# ---- tinyqv_fetch_buffer_flat ----
Fig. 1: tinyqv_fetch_buffer_flat, routing congestion map
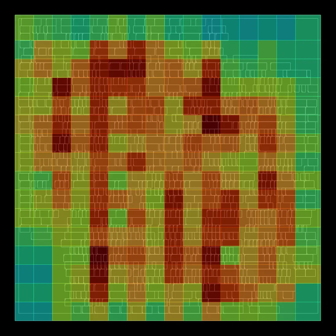
<file path="src/rtl/tinyqv_fetch_buffer_if.sv">
// Bus bundle between the fetch buffer, the memory controller and the decoder/core.
interface tinyqv_fetch_buffer_if;
  logic        fetch_start;
  logic [22:0] fetch_addr;
  logic [15:0] mem_data_in;
  logic        mem_data_valid;
  logic        mem_data_ready;
  logic [31:0] instr;
  logic [22:0] instr_pc;
  logic        instr_valid;
  logic        instr_complete;
  logic [1:0]  instr_len;
  logic        branch;
  logic [22:0] branch_addr;

  // Fetch buffer side
  modport slave (
    output fetch_start, fetch_addr, mem_data_ready, instr, instr_pc, instr_valid,
    input  mem_data_in, mem_data_valid, instr_complete, instr_len, branch, branch_addr
  );

  // Memory controller / decoder / core side
  modport master (
    input  fetch_start, fetch_addr, mem_data_ready, instr, instr_pc, instr_valid,
    output mem_data_in, mem_data_valid, instr_complete, instr_len, branch, branch_addr
  );
endinterface

</file>
<file path="src/rtl/tinyqv_fetch_buffer.sv">
// Halfword prefetch FIFO presenting {hw1, hw0} and its PC to the decoder.
// Every output is a flop loaded from next-state, so no input reaches an output
// combinationally.
module tinyqv_fetch_buffer #(
  parameter int unsigned DEPTH_HW = 4
) (
  input logic                  clk,
  input logic                  rst,
  tinyqv_fetch_buffer_if.slave bus
);

  localparam int unsigned AW = (DEPTH_HW > 1) ? $clog2(DEPTH_HW) : 1;
  localparam int unsigned CW = AW + 1;
  localparam int unsigned PW = 23;
  localparam int unsigned HW = 16;
  localparam int unsigned IW = 32;

  logic [HW-1:0] buf_q [DEPTH_HW];
  logic [HW-1:0] buf_d [DEPTH_HW];
  logic [AW-1:0] rd_ptr_q, rd_ptr_d;
  logic [AW-1:0] wr_ptr_q, wr_ptr_d;
  logic [CW-1:0] count_q, count_d;
  logic [PW-1:0] pc_q, pc_d;
  logic [PW-1:0] fetch_addr_q, fetch_addr_d;
  logic          fetch_start_q, fetch_start_d;
  logic          ready_q, ready_d;
  logic          instr_valid_q, instr_valid_d;
  logic [IW-1:0] instr_q, instr_d;
  logic          restart_q, restart_d;

  logic          push_c;
  logic          retire_c;
  logic          pop_two_c;
  logic [1:0]    pop_hw_c;
  logic [HW-1:0] hw0_c;
  logic [HW-1:0] hw1_c;

  // Next-state: branch flushes, otherwise push/retire update FIFO and PC
  always_comb begin
    buf_d         = buf_q;
    rd_ptr_d      = rd_ptr_q;
    wr_ptr_d      = wr_ptr_q;
    count_d       = count_q;
    pc_d          = pc_q;
    fetch_addr_d  = fetch_addr_q;
    fetch_start_d = 1'b0;
    restart_d     = 1'b0;

    push_c    = bus.mem_data_valid && ready_q;
    pop_two_c = (bus.instr_len == 2'b10);
    // A 4-byte retire with only one halfword held is not a real instruction
    retire_c  = bus.instr_complete && instr_valid_q &&
                ((bus.instr_len == 2'b01) || pop_two_c) &&
                !(pop_two_c && (count_q == CW'(1)));
    pop_hw_c  = retire_c ? (pop_two_c ? 2'd2 : 2'd1) : 2'd0;

    if (bus.branch) begin
      count_d       = '0;
      rd_ptr_d      = '0;
      wr_ptr_d      = '0;
      pc_d          = bus.branch_addr;
      fetch_start_d = 1'b1;
      fetch_addr_d  = bus.branch_addr;
    end else begin
      if (push_c) begin
        buf_d[wr_ptr_q] = bus.mem_data_in;
        wr_ptr_d        = wr_ptr_q + AW'(1);
      end
      rd_ptr_d = rd_ptr_q + AW'(pop_hw_c);
      pc_d     = pc_q + PW'(pop_hw_c);
      count_d  = count_q + CW'(push_c) - CW'(pop_hw_c);
      // First cycle out of reset kicks off a stream at address 0
      if (restart_q) begin
        fetch_start_d = 1'b1;
        fetch_addr_d  = '0;
      end
    end

    hw0_c         = buf_d[rd_ptr_d];
    hw1_c         = buf_d[rd_ptr_d + AW'(1)];
    ready_d       = (count_d < CW'(DEPTH_HW));
    instr_d       = {hw1_c, hw0_c};
    instr_valid_d = (count_d >= CW'(2)) ||
                    ((count_d != '0) && (hw0_c[1:0] != 2'b11));
  end

  // State and output registers with synchronous reset
  always_ff @(posedge clk) begin
    if (rst) begin
      for (int unsigned i = 0; i < DEPTH_HW; i++) buf_q[i] <= '0;
      rd_ptr_q      <= '0;
      wr_ptr_q      <= '0;
      count_q       <= '0;
      pc_q          <= '0;
      fetch_addr_q  <= '0;
      fetch_start_q <= 1'b0;
      ready_q       <= 1'b1;
      instr_valid_q <= 1'b0;
      instr_q       <= '0;
      restart_q     <= 1'b1;
    end else begin
      buf_q         <= buf_d;
      rd_ptr_q      <= rd_ptr_d;
      wr_ptr_q      <= wr_ptr_d;
      count_q       <= count_d;
      pc_q          <= pc_d;
      fetch_addr_q  <= fetch_addr_d;
      fetch_start_q <= fetch_start_d;
      ready_q       <= ready_d;
      instr_valid_q <= instr_valid_d;
      instr_q       <= instr_d;
      restart_q     <= restart_d;
    end
  end

  assign bus.fetch_start    = fetch_start_q;
  assign bus.fetch_addr     = fetch_addr_q;
  assign bus.mem_data_ready = ready_q;
  assign bus.instr          = instr_q;
  assign bus.instr_pc       = pc_q;
  assign bus.instr_valid    = instr_valid_q;

endmodule

</file>
<file path="src/flat_wrapper.sv">
// flat-port wrapper written by rule: the top's interface ports become plain ports
module tinyqv_fetch_buffer_flat 
#(
  parameter int unsigned DEPTH_HW = 4
)
  (clk, rst, bus_fetch_start, bus_fetch_addr, bus_mem_data_ready, bus_instr, bus_instr_pc, bus_instr_valid, bus_mem_data_in, bus_mem_data_valid, bus_instr_complete, bus_instr_len, bus_branch, bus_branch_addr);
  tinyqv_fetch_buffer_if bus_i ();
  input logic clk;
  input logic rst;
  output wire logic [$bits(bus_i.fetch_start)-1:0] bus_fetch_start;
  output wire logic [$bits(bus_i.fetch_addr)-1:0] bus_fetch_addr;
  output wire logic [$bits(bus_i.mem_data_ready)-1:0] bus_mem_data_ready;
  output wire logic [$bits(bus_i.instr)-1:0] bus_instr;
  output wire logic [$bits(bus_i.instr_pc)-1:0] bus_instr_pc;
  output wire logic [$bits(bus_i.instr_valid)-1:0] bus_instr_valid;
  input wire logic [$bits(bus_i.mem_data_in)-1:0] bus_mem_data_in;
  input wire logic [$bits(bus_i.mem_data_valid)-1:0] bus_mem_data_valid;
  input wire logic [$bits(bus_i.instr_complete)-1:0] bus_instr_complete;
  input wire logic [$bits(bus_i.instr_len)-1:0] bus_instr_len;
  input wire logic [$bits(bus_i.branch)-1:0] bus_branch;
  input wire logic [$bits(bus_i.branch_addr)-1:0] bus_branch_addr;
  assign bus_fetch_start = bus_i.fetch_start;
  assign bus_fetch_addr = bus_i.fetch_addr;
  assign bus_mem_data_ready = bus_i.mem_data_ready;
  assign bus_instr = bus_i.instr;
  assign bus_instr_pc = bus_i.instr_pc;
  assign bus_instr_valid = bus_i.instr_valid;
  assign bus_i.mem_data_in = bus_mem_data_in;
  assign bus_i.mem_data_valid = bus_mem_data_valid;
  assign bus_i.instr_complete = bus_instr_complete;
  assign bus_i.instr_len = bus_instr_len;
  assign bus_i.branch = bus_branch;
  assign bus_i.branch_addr = bus_branch_addr;
  tinyqv_fetch_buffer #(.DEPTH_HW(DEPTH_HW)) u_core (.clk(clk), .rst(rst), .bus(bus_i));
endmodule
</file>
<file path="config.mk">
export PLATFORM = sky130hd
export DESIGN_NAME = tinyqv_fetch_buffer_flat
export DESIGN_NICKNAME = d
export VERILOG_FILES = /design/src/rtl/tinyqv_fetch_buffer_if.sv /design/src/rtl/tinyqv_fetch_buffer.sv /design/src/flat_wrapper.sv
export SDC_FILE = /design/constraint.sdc
export NUM_CORES = 1
export LEC_CHECK = 0
export ABC_AREA = 1
export CAP_MARGIN = 40
export CORE_UTILIZATION = 57
export CTS_CLUSTER_DIAMETER = 50
export DETAILED_ROUTE_END_ITERATION = 16
export GPL_TIMING_DRIVEN = 0
export MAX_ROUTING_LAYER = met4
export PLACE_DENSITY = 0.86
export REMOVE_ABC_BUFFERS = 1
export SLEW_MARGIN = 10
export SYNTH_ARGS = -nofsm -noshare
export SYNTH_HDL_FRONTEND = slang
export SYNTH_SLANG_ARGS = --single-unit
</file>
<file path="constraint.sdc">
create_clock -name clk -period 5 [get_ports clk]
set_input_delay 1 -clock clk [delete_from_list [all_inputs] [get_ports clk]]
set_output_delay 1 -clock clk [all_outputs]
set_load 0.02 [all_outputs]
</file>
==> impl_metrics.ini <==
; synthesis and place-and-route metrics
[outcome]
run_status = finished clean

[cells_and_area]
clockNetworkAreaShare_pct = 6.88
largest_register_ffs = 64
seq_cell_count = 153
non_clock_inverter_instance_count_of_the_final_layout = 124
seq-cell-share_pct = 34.2

[setup_path]
crit_top_cell = sky130_fd_sc_hd__inv_1
cp-start-kind = primary input

[clock_tree]
tritoncts.num_buffers = 17

[detailed_routing]
drt_first_pass_iters = 6

[placed_design]
gp_congestion = 0.930
placement.cell_area_um2 = 8350

[global_route]
busiest_layer = met2

[min_path]
min_path_cells = 2

[sta]
post-route-worst-setup-slack_ps = 863
achievable-frequency_mhz = 242

[synthesis]
synth_top_flop_cell = sky130_fd_sc_hd__dfxtp_1
yosysCellCount = 1005
count_of_flip_flops_with_a_built_in_enable_after_synthesis = 0

[floorplanning]
die_height_um = 113
Notes on Fig. 1 above:
met3 usage in global routing: 7.23%
all-layer global routing usage: 30.5%

kinds of logic (layout without fill, tap and decap cells):
group	after synthesis	count (layout)	share of synthesized area (%)
xor+xnor	9	9	1.13
flops	153	153	43.8
compound gates	120	120	8.99
buf+inv	167	287	9.55
simple gates	528	528	31.9
mux	15	15	2.15
fa+ha+maj	13	13	2.54
report_power, final:
part / switching (uW) / total (uW) / leakage (uW) / internal, uW
Combinational: 217 / 376 / 0.00255 / 159
Clock: 477 / 1320 / 0.000300 / 848
Sequential: 30.8 / 1310 / 0.00125 / 1280
Total: 724 / 3010 / 0.00410 / 2280

# ---- hazard_unit ----
Fig. 2: hazard_unit, selected gate families
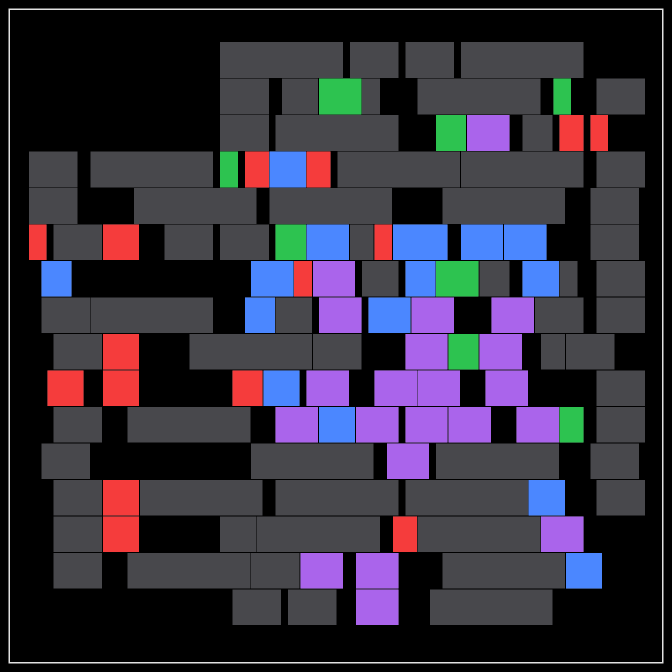
$ cat config.mk
export PLATFORM = sky130hd
export DESIGN_NAME = hazard_unit
export DESIGN_NICKNAME = d
export VERILOG_FILES = /design/src/rtl/hazard_unit.sv
export SDC_FILE = /design/constraint.sdc
export NUM_CORES = 1
export LEC_CHECK = 0
export CORE_UTILIZATION = 50
export DETAILED_ROUTE_END_ITERATION = 10
export GPL_ROUTABILITY_DRIVEN = 0
export PLACE_DENSITY = 0.88
export SETUP_SLACK_MARGIN = 0.1
export SKIP_LAST_GASP = 1
export SLEW_MARGIN = 40
export SYNTH_ARGS = -nofsm -noshare
export SYNTH_HDL_FRONTEND = slang
export SYNTH_SLANG_ARGS = --single-unit
$ cat constraint.sdc
create_clock -name clk -period 3.7 [get_ports clk]
set_input_delay 0.37 -clock clk [delete_from_list [all_inputs] [get_ports clk]]
set_output_delay 0.37 -clock clk [all_outputs]
set_load 0.02 [all_outputs]
$ cat src/rtl/hazard_unit.sv
// Hazard detection and forwarding for the five-stage core: tracks in-flight
// destinations in EX/MEM/WB and drives stall, flush and ID-stage forward selects.
module hazard_unit #(
    parameter int REG_W = 5
) (
    input  logic             clk,
    input  logic             rst,
    input  logic             rs1use_ID,
    input  logic             rs2use_ID,
    input  logic [REG_W-1:0] rs1_ID,
    input  logic [REG_W-1:0] rs2_ID,
    input  logic [REG_W-1:0] rd_ID,
    input  logic [1:0]       hazard_optype_ID,
    input  logic             Branch_ID,
    output logic             PC_EN_IF,
    output logic             reg_FD_EN,
    output logic             reg_FD_flush,
    output logic             reg_DE_flush,
    output logic [1:0]       forward_ctrl_A,
    output logic [1:0]       forward_ctrl_B,
    output logic             forward_ctrl_ls
);

    localparam logic [1:0] OP_NONE  = 2'b00;
    localparam logic [1:0] OP_ALU   = 2'b01;
    localparam logic [1:0] OP_LOAD  = 2'b10;
    localparam logic [1:0] OP_STORE = 2'b11;

    localparam logic [1:0] FWD_RF      = 2'b00;
    localparam logic [1:0] FWD_EXE_ALU = 2'b01;
    localparam logic [1:0] FWD_MEM_ALU = 2'b10;
    localparam logic [1:0] FWD_MEM_LD  = 2'b11;

    logic [REG_W-1:0] rd_exe_q, rd_exe_d, rd_mem_q, rd_wb_q;
    logic [1:0]       op_exe_q, op_exe_d, op_mem_q, op_wb_q;
    logic             st_fwd_exe_q, st_fwd_exe_d, st_fwd_mem_q;

    logic rs1_ld_hit, rs2_ld_hit, is_store, stall;

    function automatic logic [1:0] fwd_sel(
        input logic             use_src,
        input logic [REG_W-1:0] rs,
        input logic [REG_W-1:0] rd_exe,
        input logic [1:0]       op_exe,
        input logic [REG_W-1:0] rd_mem,
        input logic [1:0]       op_mem
    );
        logic [1:0] sel;
        sel = FWD_RF;
        if (use_src && rs != '0) begin
            if (op_exe == OP_ALU && rd_exe == rs)
                sel = FWD_EXE_ALU;
            else if (op_mem == OP_LOAD && rd_mem == rs)
                sel = FWD_MEM_LD;
            else if (op_mem == OP_ALU && rd_mem == rs)
                sel = FWD_MEM_ALU;
        end
        return sel;
    endfunction

    // A load in EXE cannot supply data to ID yet; rd_EXE = 0 never matches.
    always_comb begin
        rs1_ld_hit = rs1use_ID && (op_exe_q == OP_LOAD) && (rd_exe_q != '0) && (rs1_ID == rd_exe_q);
        rs2_ld_hit = rs2use_ID && (op_exe_q == OP_LOAD) && (rd_exe_q != '0) && (rs2_ID == rd_exe_q);
        is_store   = (hazard_optype_ID == OP_STORE);
        // Store data (rs2) can be picked up from the WB load result later instead.
        stall      = rs1_ld_hit || (rs2_ld_hit && !is_store);
    end

    always_comb begin
        rd_exe_d     = rd_ID;
        op_exe_d     = hazard_optype_ID;
        st_fwd_exe_d = is_store && rs2_ld_hit && !rs1_ld_hit;
        if (stall) begin
            rd_exe_d     = '0;
            op_exe_d     = OP_NONE;
            st_fwd_exe_d = 1'b0;
        end
    end

    always_ff @(posedge clk or posedge rst) begin
        if (rst) begin
            rd_exe_q     <= '0;
            op_exe_q     <= OP_NONE;
            st_fwd_exe_q <= 1'b0;
            rd_mem_q     <= '0;
            op_mem_q     <= OP_NONE;
            st_fwd_mem_q <= 1'b0;
            rd_wb_q      <= '0;
            op_wb_q      <= OP_NONE;
        end else begin
            rd_exe_q     <= rd_exe_d;
            op_exe_q     <= op_exe_d;
            st_fwd_exe_q <= st_fwd_exe_d;
            rd_mem_q     <= rd_exe_q;
            op_mem_q     <= op_exe_q;
            st_fwd_mem_q <= st_fwd_exe_q;
            rd_wb_q      <= rd_mem_q;
            op_wb_q      <= op_mem_q;
        end
    end

    always_comb begin
        PC_EN_IF        = !stall;
        reg_FD_EN       = !stall;
        reg_DE_flush    = stall;
        // A stalled branch is re-evaluated next cycle with forwarded operands.
        reg_FD_flush    = Branch_ID && !stall;
        forward_ctrl_A  = fwd_sel(rs1use_ID, rs1_ID, rd_exe_q, op_exe_q, rd_mem_q, op_mem_q);
        forward_ctrl_B  = fwd_sel(rs2use_ID, rs2_ID, rd_exe_q, op_exe_q, rd_mem_q, op_mem_q);
        forward_ctrl_ls = st_fwd_mem_q && (op_wb_q == OP_LOAD) && (rd_wb_q != '0);
    end

endmodule

==> impl_metrics.ini <==
; synthesis and place-and-route metrics
[outcome]
run_status = finished clean

[synthesis]
ys_sh_aoi_pct = 4.61
netlist-cell-type-count = 27

[detailed_routing]
dr.first_iter.drc_count = 10
drt-wirelength-per-cell_um = 14.9
remaining_routing_drc_violations = 0
route.final.wire_length_um = 2250

[cells_and_area]
utilization_pct = 71.3
syn_to_final_growth_pct = 31.5
seq_cell_count = 23

[clock_tree]
ctsRootBufferMaster = sky130_fd_sc_hd__clkbuf_4

[placed_design]
dpl_worst_slack_ps = 787

[sta]
fin_worst_hold_slack_ps = 376
finalCriticalPeriod_ps = 3020

[setup_path]
rr_startpoint = rd_exe_q[3]
timing.critical_path.max_delay_family = simple AND/OR/NAND/NOR gates
destination_of_the_worst_register_to_register_timing_path = rd_exe_q[2]
cp.depth = 5

[floorplanning]
core_util_floorplan_pct = 54.3

[power_and_ir_drop]
pwr.group.clock_uw = 108
comb-power_uw = 74.7

[job]
warnings = 26
Notes on Fig. 2 above:
green -> nand cells  # cells 8
blue -> and/or cells  # cells 15, most used or4_1
purple -> xor and xnor cells  # cells 21, most used xor2_1
red -> nor cells  # cells 15, most used nor3b_1
most frequent standard cell in the layout excluding fill and tap cells: sky130_fd_sc_hd__clkdlybuf4s50_1
non-filler instance count after layout: 151

[placed cells by master, fill, tap and decap left out, drive strengths merged]
cell type      count
or4                5
o211a              2
and3b              4
nor3               4
nand2              2
or2                3
xor2              11
o21ai              2
nand4              2
or4bb              1
inv                1
clkbuf             4
nor3b              6
clkdlybuf4s50     30
nor4               1
and4               1
nand3              1
dfrtp             23
nor2               4
nand4b             2
nand2b             1
o22ai              2
and2b              1
o211ai             1
xnor2             10

# ---- multi_debouncer ----
### src/rtl/multi_debouncer.sv
// Multi-channel switch debouncer: per-channel synchroniser, shared tick prescaler and a
// four-state debounce FSM with registered level, rise/fall pulses and an any-change flag.
module multi_debouncer #(
    parameter int unsigned CHANNELS     = 4,
    parameter int unsigned BOUNCE_TICKS = 10,
    parameter int unsigned PRESCALE     = 1,
    parameter int unsigned SYNC_STAGES  = 2
) (
    input  logic                clk,
    input  logic                rst,
    input  logic [CHANNELS-1:0] bouncy_in,
    output logic [CHANNELS-1:0] debounced_out,
    output logic [CHANNELS-1:0] rise_pulse,
    output logic [CHANNELS-1:0] fall_pulse,
    output logic                any_change
);

    localparam int unsigned CntW  = (BOUNCE_TICKS > 1) ? $clog2(BOUNCE_TICKS) : 1;
    localparam int unsigned PcntW = (PRESCALE > 1) ? $clog2(PRESCALE) : 1;
    localparam logic [CntW-1:0]  CntLast  = CntW'(BOUNCE_TICKS - 1);
    localparam logic [PcntW-1:0] PcntLast = PcntW'(PRESCALE - 1);

    typedef enum logic [1:0] {
        StZero      = 2'b00,
        StMaybeOne  = 2'b01,
        StOne       = 2'b10,
        StMaybeZero = 2'b11
    } state_e;

    logic [CHANNELS-1:0] sync_q [SYNC_STAGES];
    logic [CHANNELS-1:0] sync;
    logic [PcntW-1:0]    pcnt_q, pcnt_d;
    logic                tick;
    logic [CHANNELS-1:0] level_d, rise_d, fall_d;

    always_ff @(posedge clk or negedge rst) begin
        if (!rst) begin
            for (int s = 0; s < int'(SYNC_STAGES); s++) sync_q[s] <= '0;
        end else begin
            sync_q[0] <= bouncy_in;
            for (int s = 1; s < int'(SYNC_STAGES); s++) sync_q[s] <= sync_q[s-1];
        end
    end

    assign sync = sync_q[SYNC_STAGES-1];

    // With PRESCALE = 1 the counter is pinned at 0 and tick is permanently high.
    always_comb begin
        tick   = (pcnt_q == PcntLast);
        pcnt_d = tick ? '0 : pcnt_q + 1'b1;
    end

    always_ff @(posedge clk or negedge rst) begin
        if (!rst) pcnt_q <= '0;
        else      pcnt_q <= pcnt_d;
    end

    for (genvar i = 0; i < int'(CHANNELS); i++) begin : g_chan
        state_e          state_q, state_d;
        logic [CntW-1:0] cnt_q, cnt_d;
        logic            rise_c, fall_c;

        always_comb begin
            state_d = state_q;
            cnt_d   = cnt_q;
            rise_c  = 1'b0;
            fall_c  = 1'b0;
            case (state_q)
                StZero: begin
                    if (sync[i]) begin
                        state_d = StMaybeOne;
                        cnt_d   = '0;
                    end
                end
                StOne: begin
                    if (!sync[i]) begin
                        state_d = StMaybeZero;
                        cnt_d   = '0;
                    end
                end
                StMaybeOne: begin
                    if (!sync[i]) begin
                        state_d = StZero;
                    end else if (tick) begin
                        if (cnt_q == CntLast) begin
                            state_d = StOne;
                            rise_c  = 1'b1;
                        end else begin
                            cnt_d = cnt_q + 1'b1;
                        end
                    end
                end
                StMaybeZero: begin
                    if (sync[i]) begin
                        state_d = StOne;
                    end else if (tick) begin
                        if (cnt_q == CntLast) begin
                            state_d = StZero;
                            fall_c  = 1'b1;
                        end else begin
                            cnt_d = cnt_q + 1'b1;
                        end
                    end
                end
                default: state_d = StZero;
            endcase
        end

        always_ff @(posedge clk or negedge rst) begin
            if (!rst) begin
                state_q <= StZero;
                cnt_q   <= '0;
            end else begin
                state_q <= state_d;
                cnt_q   <= cnt_d;
            end
        end

        // A candidate state keeps showing the previously committed level.
        assign level_d[i] = (state_d == StOne) || (state_d == StMaybeZero);
        assign rise_d[i]  = rise_c;
        assign fall_d[i]  = fall_c;
    end

    always_ff @(posedge clk or negedge rst) begin
        if (!rst) begin
            debounced_out <= '0;
            rise_pulse    <= '0;
            fall_pulse    <= '0;
            any_change    <= 1'b0;
        end else begin
            debounced_out <= level_d;
            rise_pulse    <= rise_d;
            fall_pulse    <= fall_d;
            any_change    <= |{rise_d, fall_d};
        end
    end

endmodule
### config.mk
export PLATFORM = sky130hd
export DESIGN_NAME = multi_debouncer
export DESIGN_NICKNAME = d
export VERILOG_FILES = /design/src/rtl/multi_debouncer.sv
export SDC_FILE = /design/constraint.sdc
export NUM_CORES = 1
export LEC_CHECK = 0
export CAP_MARGIN = 20
export CORE_UTILIZATION = 45
export DETAILED_ROUTE_END_ITERATION = 10
export PLACE_DENSITY_LB_ADDON = 0.1
export SETUP_SLACK_MARGIN = 0.1
export SYNTH_ARGS = -nofsm -noshare
export SYNTH_HDL_FRONTEND = slang
export SYNTH_SLANG_ARGS = --single-unit
### constraint.sdc
create_clock -name clk -period 2.46 [get_ports clk]
set_input_delay 0.615 -clock clk [delete_from_list [all_inputs] [get_ports clk]]
set_output_delay 0.615 -clock clk [all_outputs]
set_load 0.005 [all_outputs]
Fig. 3: multi_debouncer, cells colored by class
The bar under the picture is 20 um long.
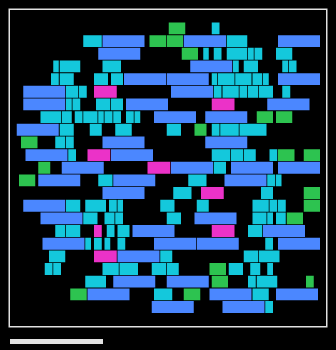
cyan -> remaining logic cells  # cells 112
blue -> sequential cells  # cells 45
green -> remaining buffers and delay cells  # cells 20
magenta -> clock drivers and dummy loads  # cells 8

==> impl_metrics.ini <==
; synthesis and place-and-route metrics
[cells_and_area]
multiInputGateArea_um2 = 796
nFillCells = 354
non_clock_inverter_instance_count_of_the_final_layout = 6

[synthesis]
post_synthesis_share_of_cell_area_spent_on_full_adders_half_adders_and_majority_gates_pct = 5.12
floorplan.nets = 173

[sta]
setup_viol = 0
finalCriticalPeriod_ps = 1760
fin_worst_hold_slack_ps = 338

[setup_path]
setup.reg_to_reg.worst_slack_ps = 820
largest_incremental_delay_on_the_critical_path_ps = 500
arrival_ps = 1150
timing.critical_path.from = any_change
critPathBufInv = 1
highest_delay_cell_along_the_critical_path = sky130_fd_sc_hd__clkdlybuf4s50_1
rr_startpoint = g_chan[3].cnt_q[0]
destination_of_the_worst_register_to_register_timing_path = g_chan[3].cnt_q[2]

[detailed_routing]
route.final.wire_length_um = 3400
wl_met1_um = 1560

[global_route]
grt_first_pass_wirelength_um = 5900
antenna_found_initial = 0

[placed_design]
placement.cell_area_um2 = 2200

[outcome]
run_status = finished clean

[power_and_ir_drop]
power.ir.vdd_worst_mv = 0.540
swShare_pct = 30.6

[floorplanning]
ioPinCount = 19

[min_path]
hold_path.class = primary input to async pin

[clock_tree]
clock_path_buffers = 2
Fig. 4: multi_debouncer, routing congestion map
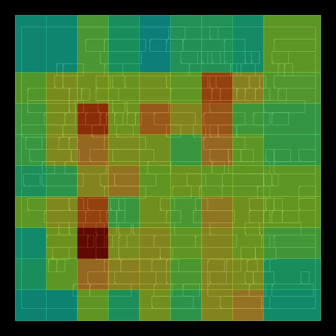
GRT Max-Usage Layer: met2
met3 usage in global routing: 5.50%

[registers in the layout (all words and copies together), names as in the netlist]
name and cells:
g_chan.cnt_q 16, g_chan.state_q 8, debounced_out 4, fall_pulse 4, rise_pulse 4, sync 4
sync_q 4, any_change 1
[metal layers]
metal | vias to the layer above | track usage (%)
li1 | 639 | -
met1 | 662 | 21.0
met2 | 17 | 29.5
met3 | 6 | 5.50
met4 | 0 | 7.03
met5 | - | 0

# ---- delay_scheduler ----
--- src/rtl/delay_scheduler.sv ---
// rtl/delay_scheduler.sv - one delay counter shared round-robin among NUM_REQ requesters
//
// Purpose: each requester holds req[i] high with its wait length on
// req_cycles[i*CNT_W +: CNT_W]; the arbiter grants the single counter to one
// requester at a time, times target+1 cycles from grant and returns a
// one-cycle done pulse to that requester.
//
// Ports:
//   clock      - system clock, rising edge
//   resetn     - asynchronous active-low reset, synchronous release
//   req        - per-requester level request, held until its done pulse
//   req_cycles - flat bus of delay targets, CNT_W bits per requester
//   grant      - registered one-hot (or zero) owner of the counter
//   done       - registered one-cycle completion pulse to the owner
//   busy       - high while the scheduler is not idle
//   cur_count  - live counter value for debug
module delay_scheduler #(
  parameter int NUM_REQ = 4,
  parameter int CNT_W   = 18
) (
  input  logic                     clock,
  input  logic                     resetn,
  input  logic [NUM_REQ-1:0]       req,
  input  logic [NUM_REQ*CNT_W-1:0] req_cycles,
  output logic [NUM_REQ-1:0]       grant,
  output logic [NUM_REQ-1:0]       done,
  output logic                     busy,
  output logic [CNT_W-1:0]         cur_count
);

  localparam int IDX_W = (NUM_REQ > 1) ? $clog2(NUM_REQ) : 1;
  localparam logic [IDX_W:0] NUM_REQ_W = (IDX_W+1)'(NUM_REQ);
  localparam logic [IDX_W-1:0] LAST_IDX = IDX_W'(NUM_REQ - 1);

  typedef enum logic [1:0] {IDLE, COUNT, DONE} state_t;

  state_t             state, state_n;
  logic [NUM_REQ-1:0] grant_n, done_n;
  logic [CNT_W-1:0]   counter, counter_n;
  logic [CNT_W-1:0]   target, target_n;
  // rr_ptr doubles as the index of the current owner while counting.
  logic [IDX_W-1:0]   rr_ptr, rr_ptr_n;

  logic [CNT_W-1:0]   cycles_arr [NUM_REQ];
  logic               found;
  logic [IDX_W-1:0]   win;
  logic [IDX_W:0]     cand;
  logic [NUM_REQ-1:0] win_onehot;

  always_comb begin
    for (int k = 0; k < NUM_REQ; k++) begin
      cycles_arr[k] = req_cycles[k*CNT_W +: CNT_W];
    end
  end

  // Search rr_ptr+1, rr_ptr+2, ... with wrap; the previous owner is checked last.
  always_comb begin
    found = 1'b0;
    win   = rr_ptr;
    cand  = '0;
    for (int i = 1; i <= NUM_REQ; i++) begin
      cand = {1'b0, rr_ptr} + (IDX_W+1)'(i);
      if (cand >= NUM_REQ_W) begin
        cand = cand - NUM_REQ_W;
      end
      if (!found && req[cand[IDX_W-1:0]]) begin
        found = 1'b1;
        win   = cand[IDX_W-1:0];
      end
    end
  end

  always_comb begin
    win_onehot      = '0;
    win_onehot[win] = 1'b1;
  end

  always_ff @(posedge clock or negedge resetn) begin
    if (!resetn) begin
      state   <= IDLE;
      grant   <= '0;
      done    <= '0;
      counter <= '0;
      target  <= '0;
      rr_ptr  <= LAST_IDX;
    end else begin
      state   <= state_n;
      grant   <= grant_n;
      done    <= done_n;
      counter <= counter_n;
      target  <= target_n;
      rr_ptr  <= rr_ptr_n;
    end
  end

  always_comb begin
    state_n   = state;
    grant_n   = grant;
    done_n    = '0;
    counter_n = counter;
    target_n  = target;
    rr_ptr_n  = rr_ptr;
    unique case (state)
      IDLE: begin
        if (found) begin
          grant_n   = win_onehot;
          target_n  = cycles_arr[win];
          counter_n = '0;
          rr_ptr_n  = win;
          state_n   = COUNT;
        end
      end
      COUNT: begin
        if (!req[rr_ptr]) begin
          // Owner withdrew: release the counter silently.
          state_n   = IDLE;
          grant_n   = '0;
          counter_n = '0;
        end else if (counter == target) begin
          state_n = DONE;
          done_n  = grant;
        end else begin
          counter_n = counter + 1'b1;
        end
      end
      DONE: begin
        grant_n   = '0;
        counter_n = '0;
        state_n   = IDLE;
      end
      default: begin
        grant_n   = '0;
        counter_n = '0;
        state_n   = IDLE;
      end
    endcase
  end

  assign busy      = (state != IDLE);
  assign cur_count = counter;

endmodule

--- config.mk ---
export PLATFORM = sky130hd
export DESIGN_NAME = delay_scheduler
export DESIGN_NICKNAME = d
export VERILOG_FILES = /design/src/rtl/delay_scheduler.sv
export SDC_FILE = /design/constraint.sdc
export NUM_CORES = 1
export LEC_CHECK = 0
export CORE_ASPECT_RATIO = 0.75
export CORE_MARGIN = 2
export CORE_UTILIZATION = 48
export DETAILED_ROUTE_END_ITERATION = 10
export PLACE_DENSITY = 0.95
export REMOVE_ABC_BUFFERS = 1
export SYNTH_ARGS = -nofsm -noshare
export SYNTH_HDL_FRONTEND = slang
export SYNTH_SLANG_ARGS = --single-unit
--- constraint.sdc ---
create_clock -name clock -period 5.54 [get_ports clock]
set_input_delay 1.108 -clock clock [delete_from_list [all_inputs] [get_ports clock]]
set_output_delay 1.108 -clock clock [all_outputs]
set_load 0.005 [all_outputs]
==> impl_metrics.ini <==
; synthesis and place-and-route metrics
[outcome]
run_status = finished clean

[sta]
post-route-worst-setup-slack_ps = 2280
setup_viol = 0

[setup_path]
worst-path-max-fanout = 23
timing.critical_path.from = req[0]
setup.reg_to_reg.worst_slack_ps = 3080

[placed_design]
placed_cells = 466

[synthesis]
yosys_register_bits = 48
count_of_flip_flops_with_a_built_in_enable_after_synthesis = 0
syn-mean-instance-area_um2 = 9.59
synth.logic.top_family = AND-OR/OR-AND gates
postSynthSeqShare_pct = 42.1

[cells_and_area]
layout_top_cell = sky130_fd_sc_hd__clkdlybuf4s50_1
logic_gates = 227
n_all_buffers = 107
layout_top_cells_excl_fill_tap = 103 x sky130_fd_sc_hd__clkdlybuf4s50_1, 46 x sky130_fd_sc_hd__dfrtp_1, 32 x sky130_fd_sc_hd__a21oi_1
multiInputGateArea_um2 = 1550

[floorplanning]
die_area_um2 = 6590

[global_route]
overflow = 0

[clock_tree]
ctsHtreeMaxLevel = 2
## per-layer routing
| layer | share of wire, % | vias to the layer above | wire [um] | track usage (%) |
|---|---|---|---|---|
| met5 | 0 | - | 0 | 0 |
| met4 | 1.5 | 0 | 119 | 5.56 |
| met3 | 8.9 | 18 | 722 | 5.22 |
| met2 | 50 | 141 | 4040 | 41.2 |
| met1 | 40 | 1323 | 3220 | 31.7 |
| li1 | - | 1297 | - | - |
Fig. 5: delay_scheduler, routing congestion map
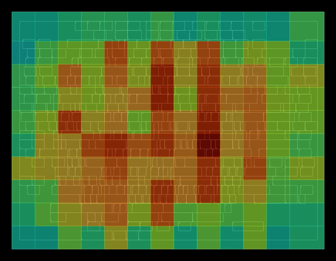
GRT Max-Usage Layer: met2
Final Util: 69.3%
GRT met1 Usage: 31.7%

Fig. 6: delay_scheduler, routed clock nets over the placement
The bar under the picture is 20 um long.
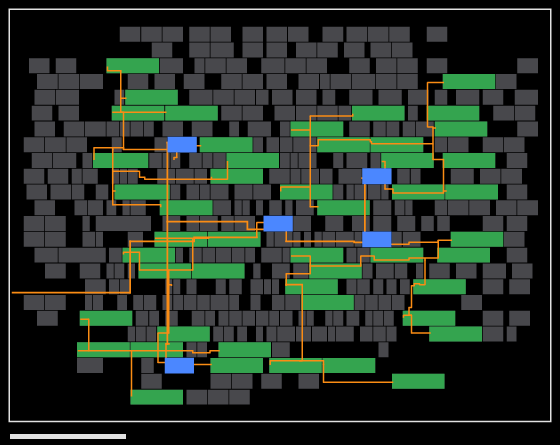
green -> flip-flops  # count 48
blue -> clock-net drivers  # count 5
orange -> clock wires  # length 551 um
routed clock nets = 6

Fig. 7: delay_scheduler, cells colored by class
The bar under the picture is 20 um long.
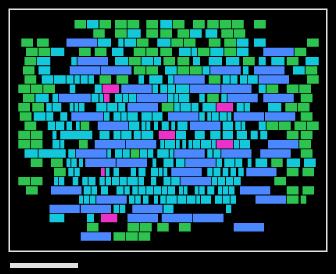
magenta -> clock drivers and dummy loads  # cells 7
blue -> sequential cells  # cells 48
green -> remaining buffers and delay cells  # cells 107
cyan -> remaining logic cells  # cells 233
core footprint: 5800 um^2
sequential share of cell area: 30.0%
final non-filler cell area: 4010 um^2
number of standard-cell rows in the floorplan: 24



## Gallery

Selected gate families.
Plate I
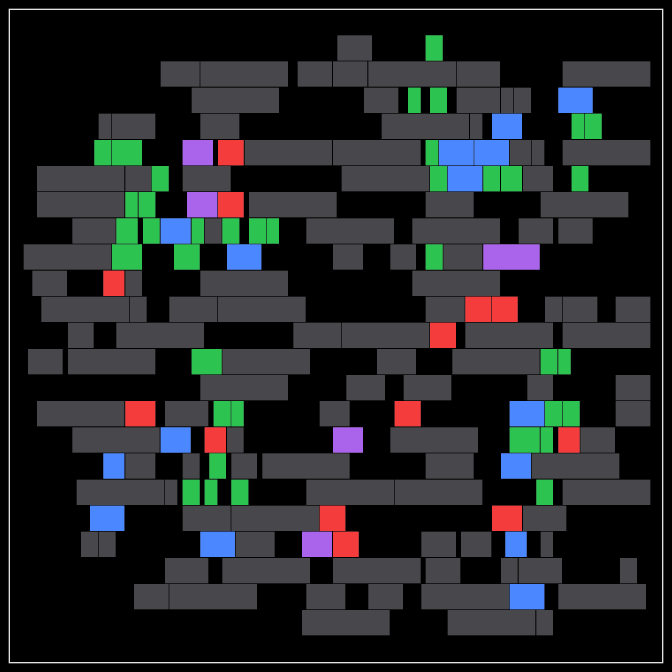
Plate II
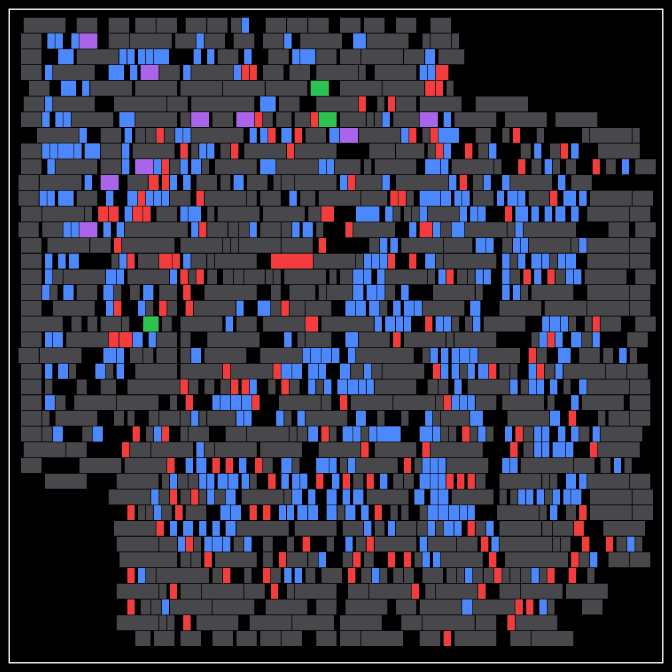
Plate III
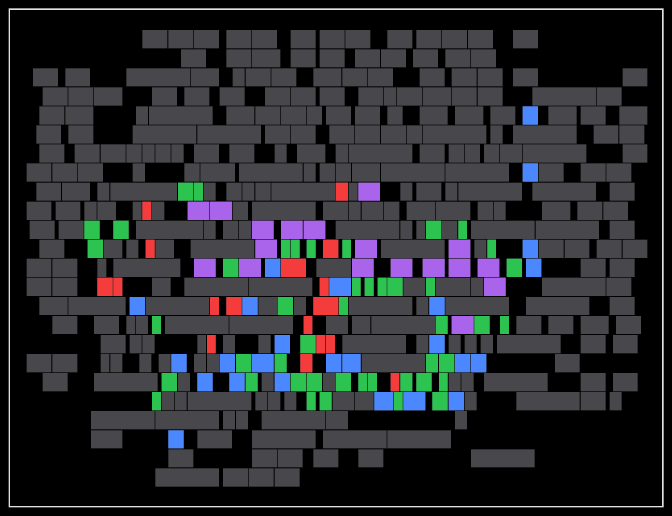
| picture | from |
|---|---|
| Plate I | multi_debouncer |
| Plate III | delay_scheduler |
| Plate II | tinyqv_fetch_buffer_flat |
The one with the fewest cells is Plate I.
The one with the most cells is Plate II.

Key to Plate II:
blue -> nand cells  # cells 381, most used nand2_1
red -> nor cells  # cells 145, most used nor2_1, where widely spread
purple -> xor and xnor cells  # cells 9, most used xor2_1
green -> non-inverting ao/oa cells  # cells 3, most used a22o_1

Power figures rest on the tool's default switching activity, not on a simulated workload.
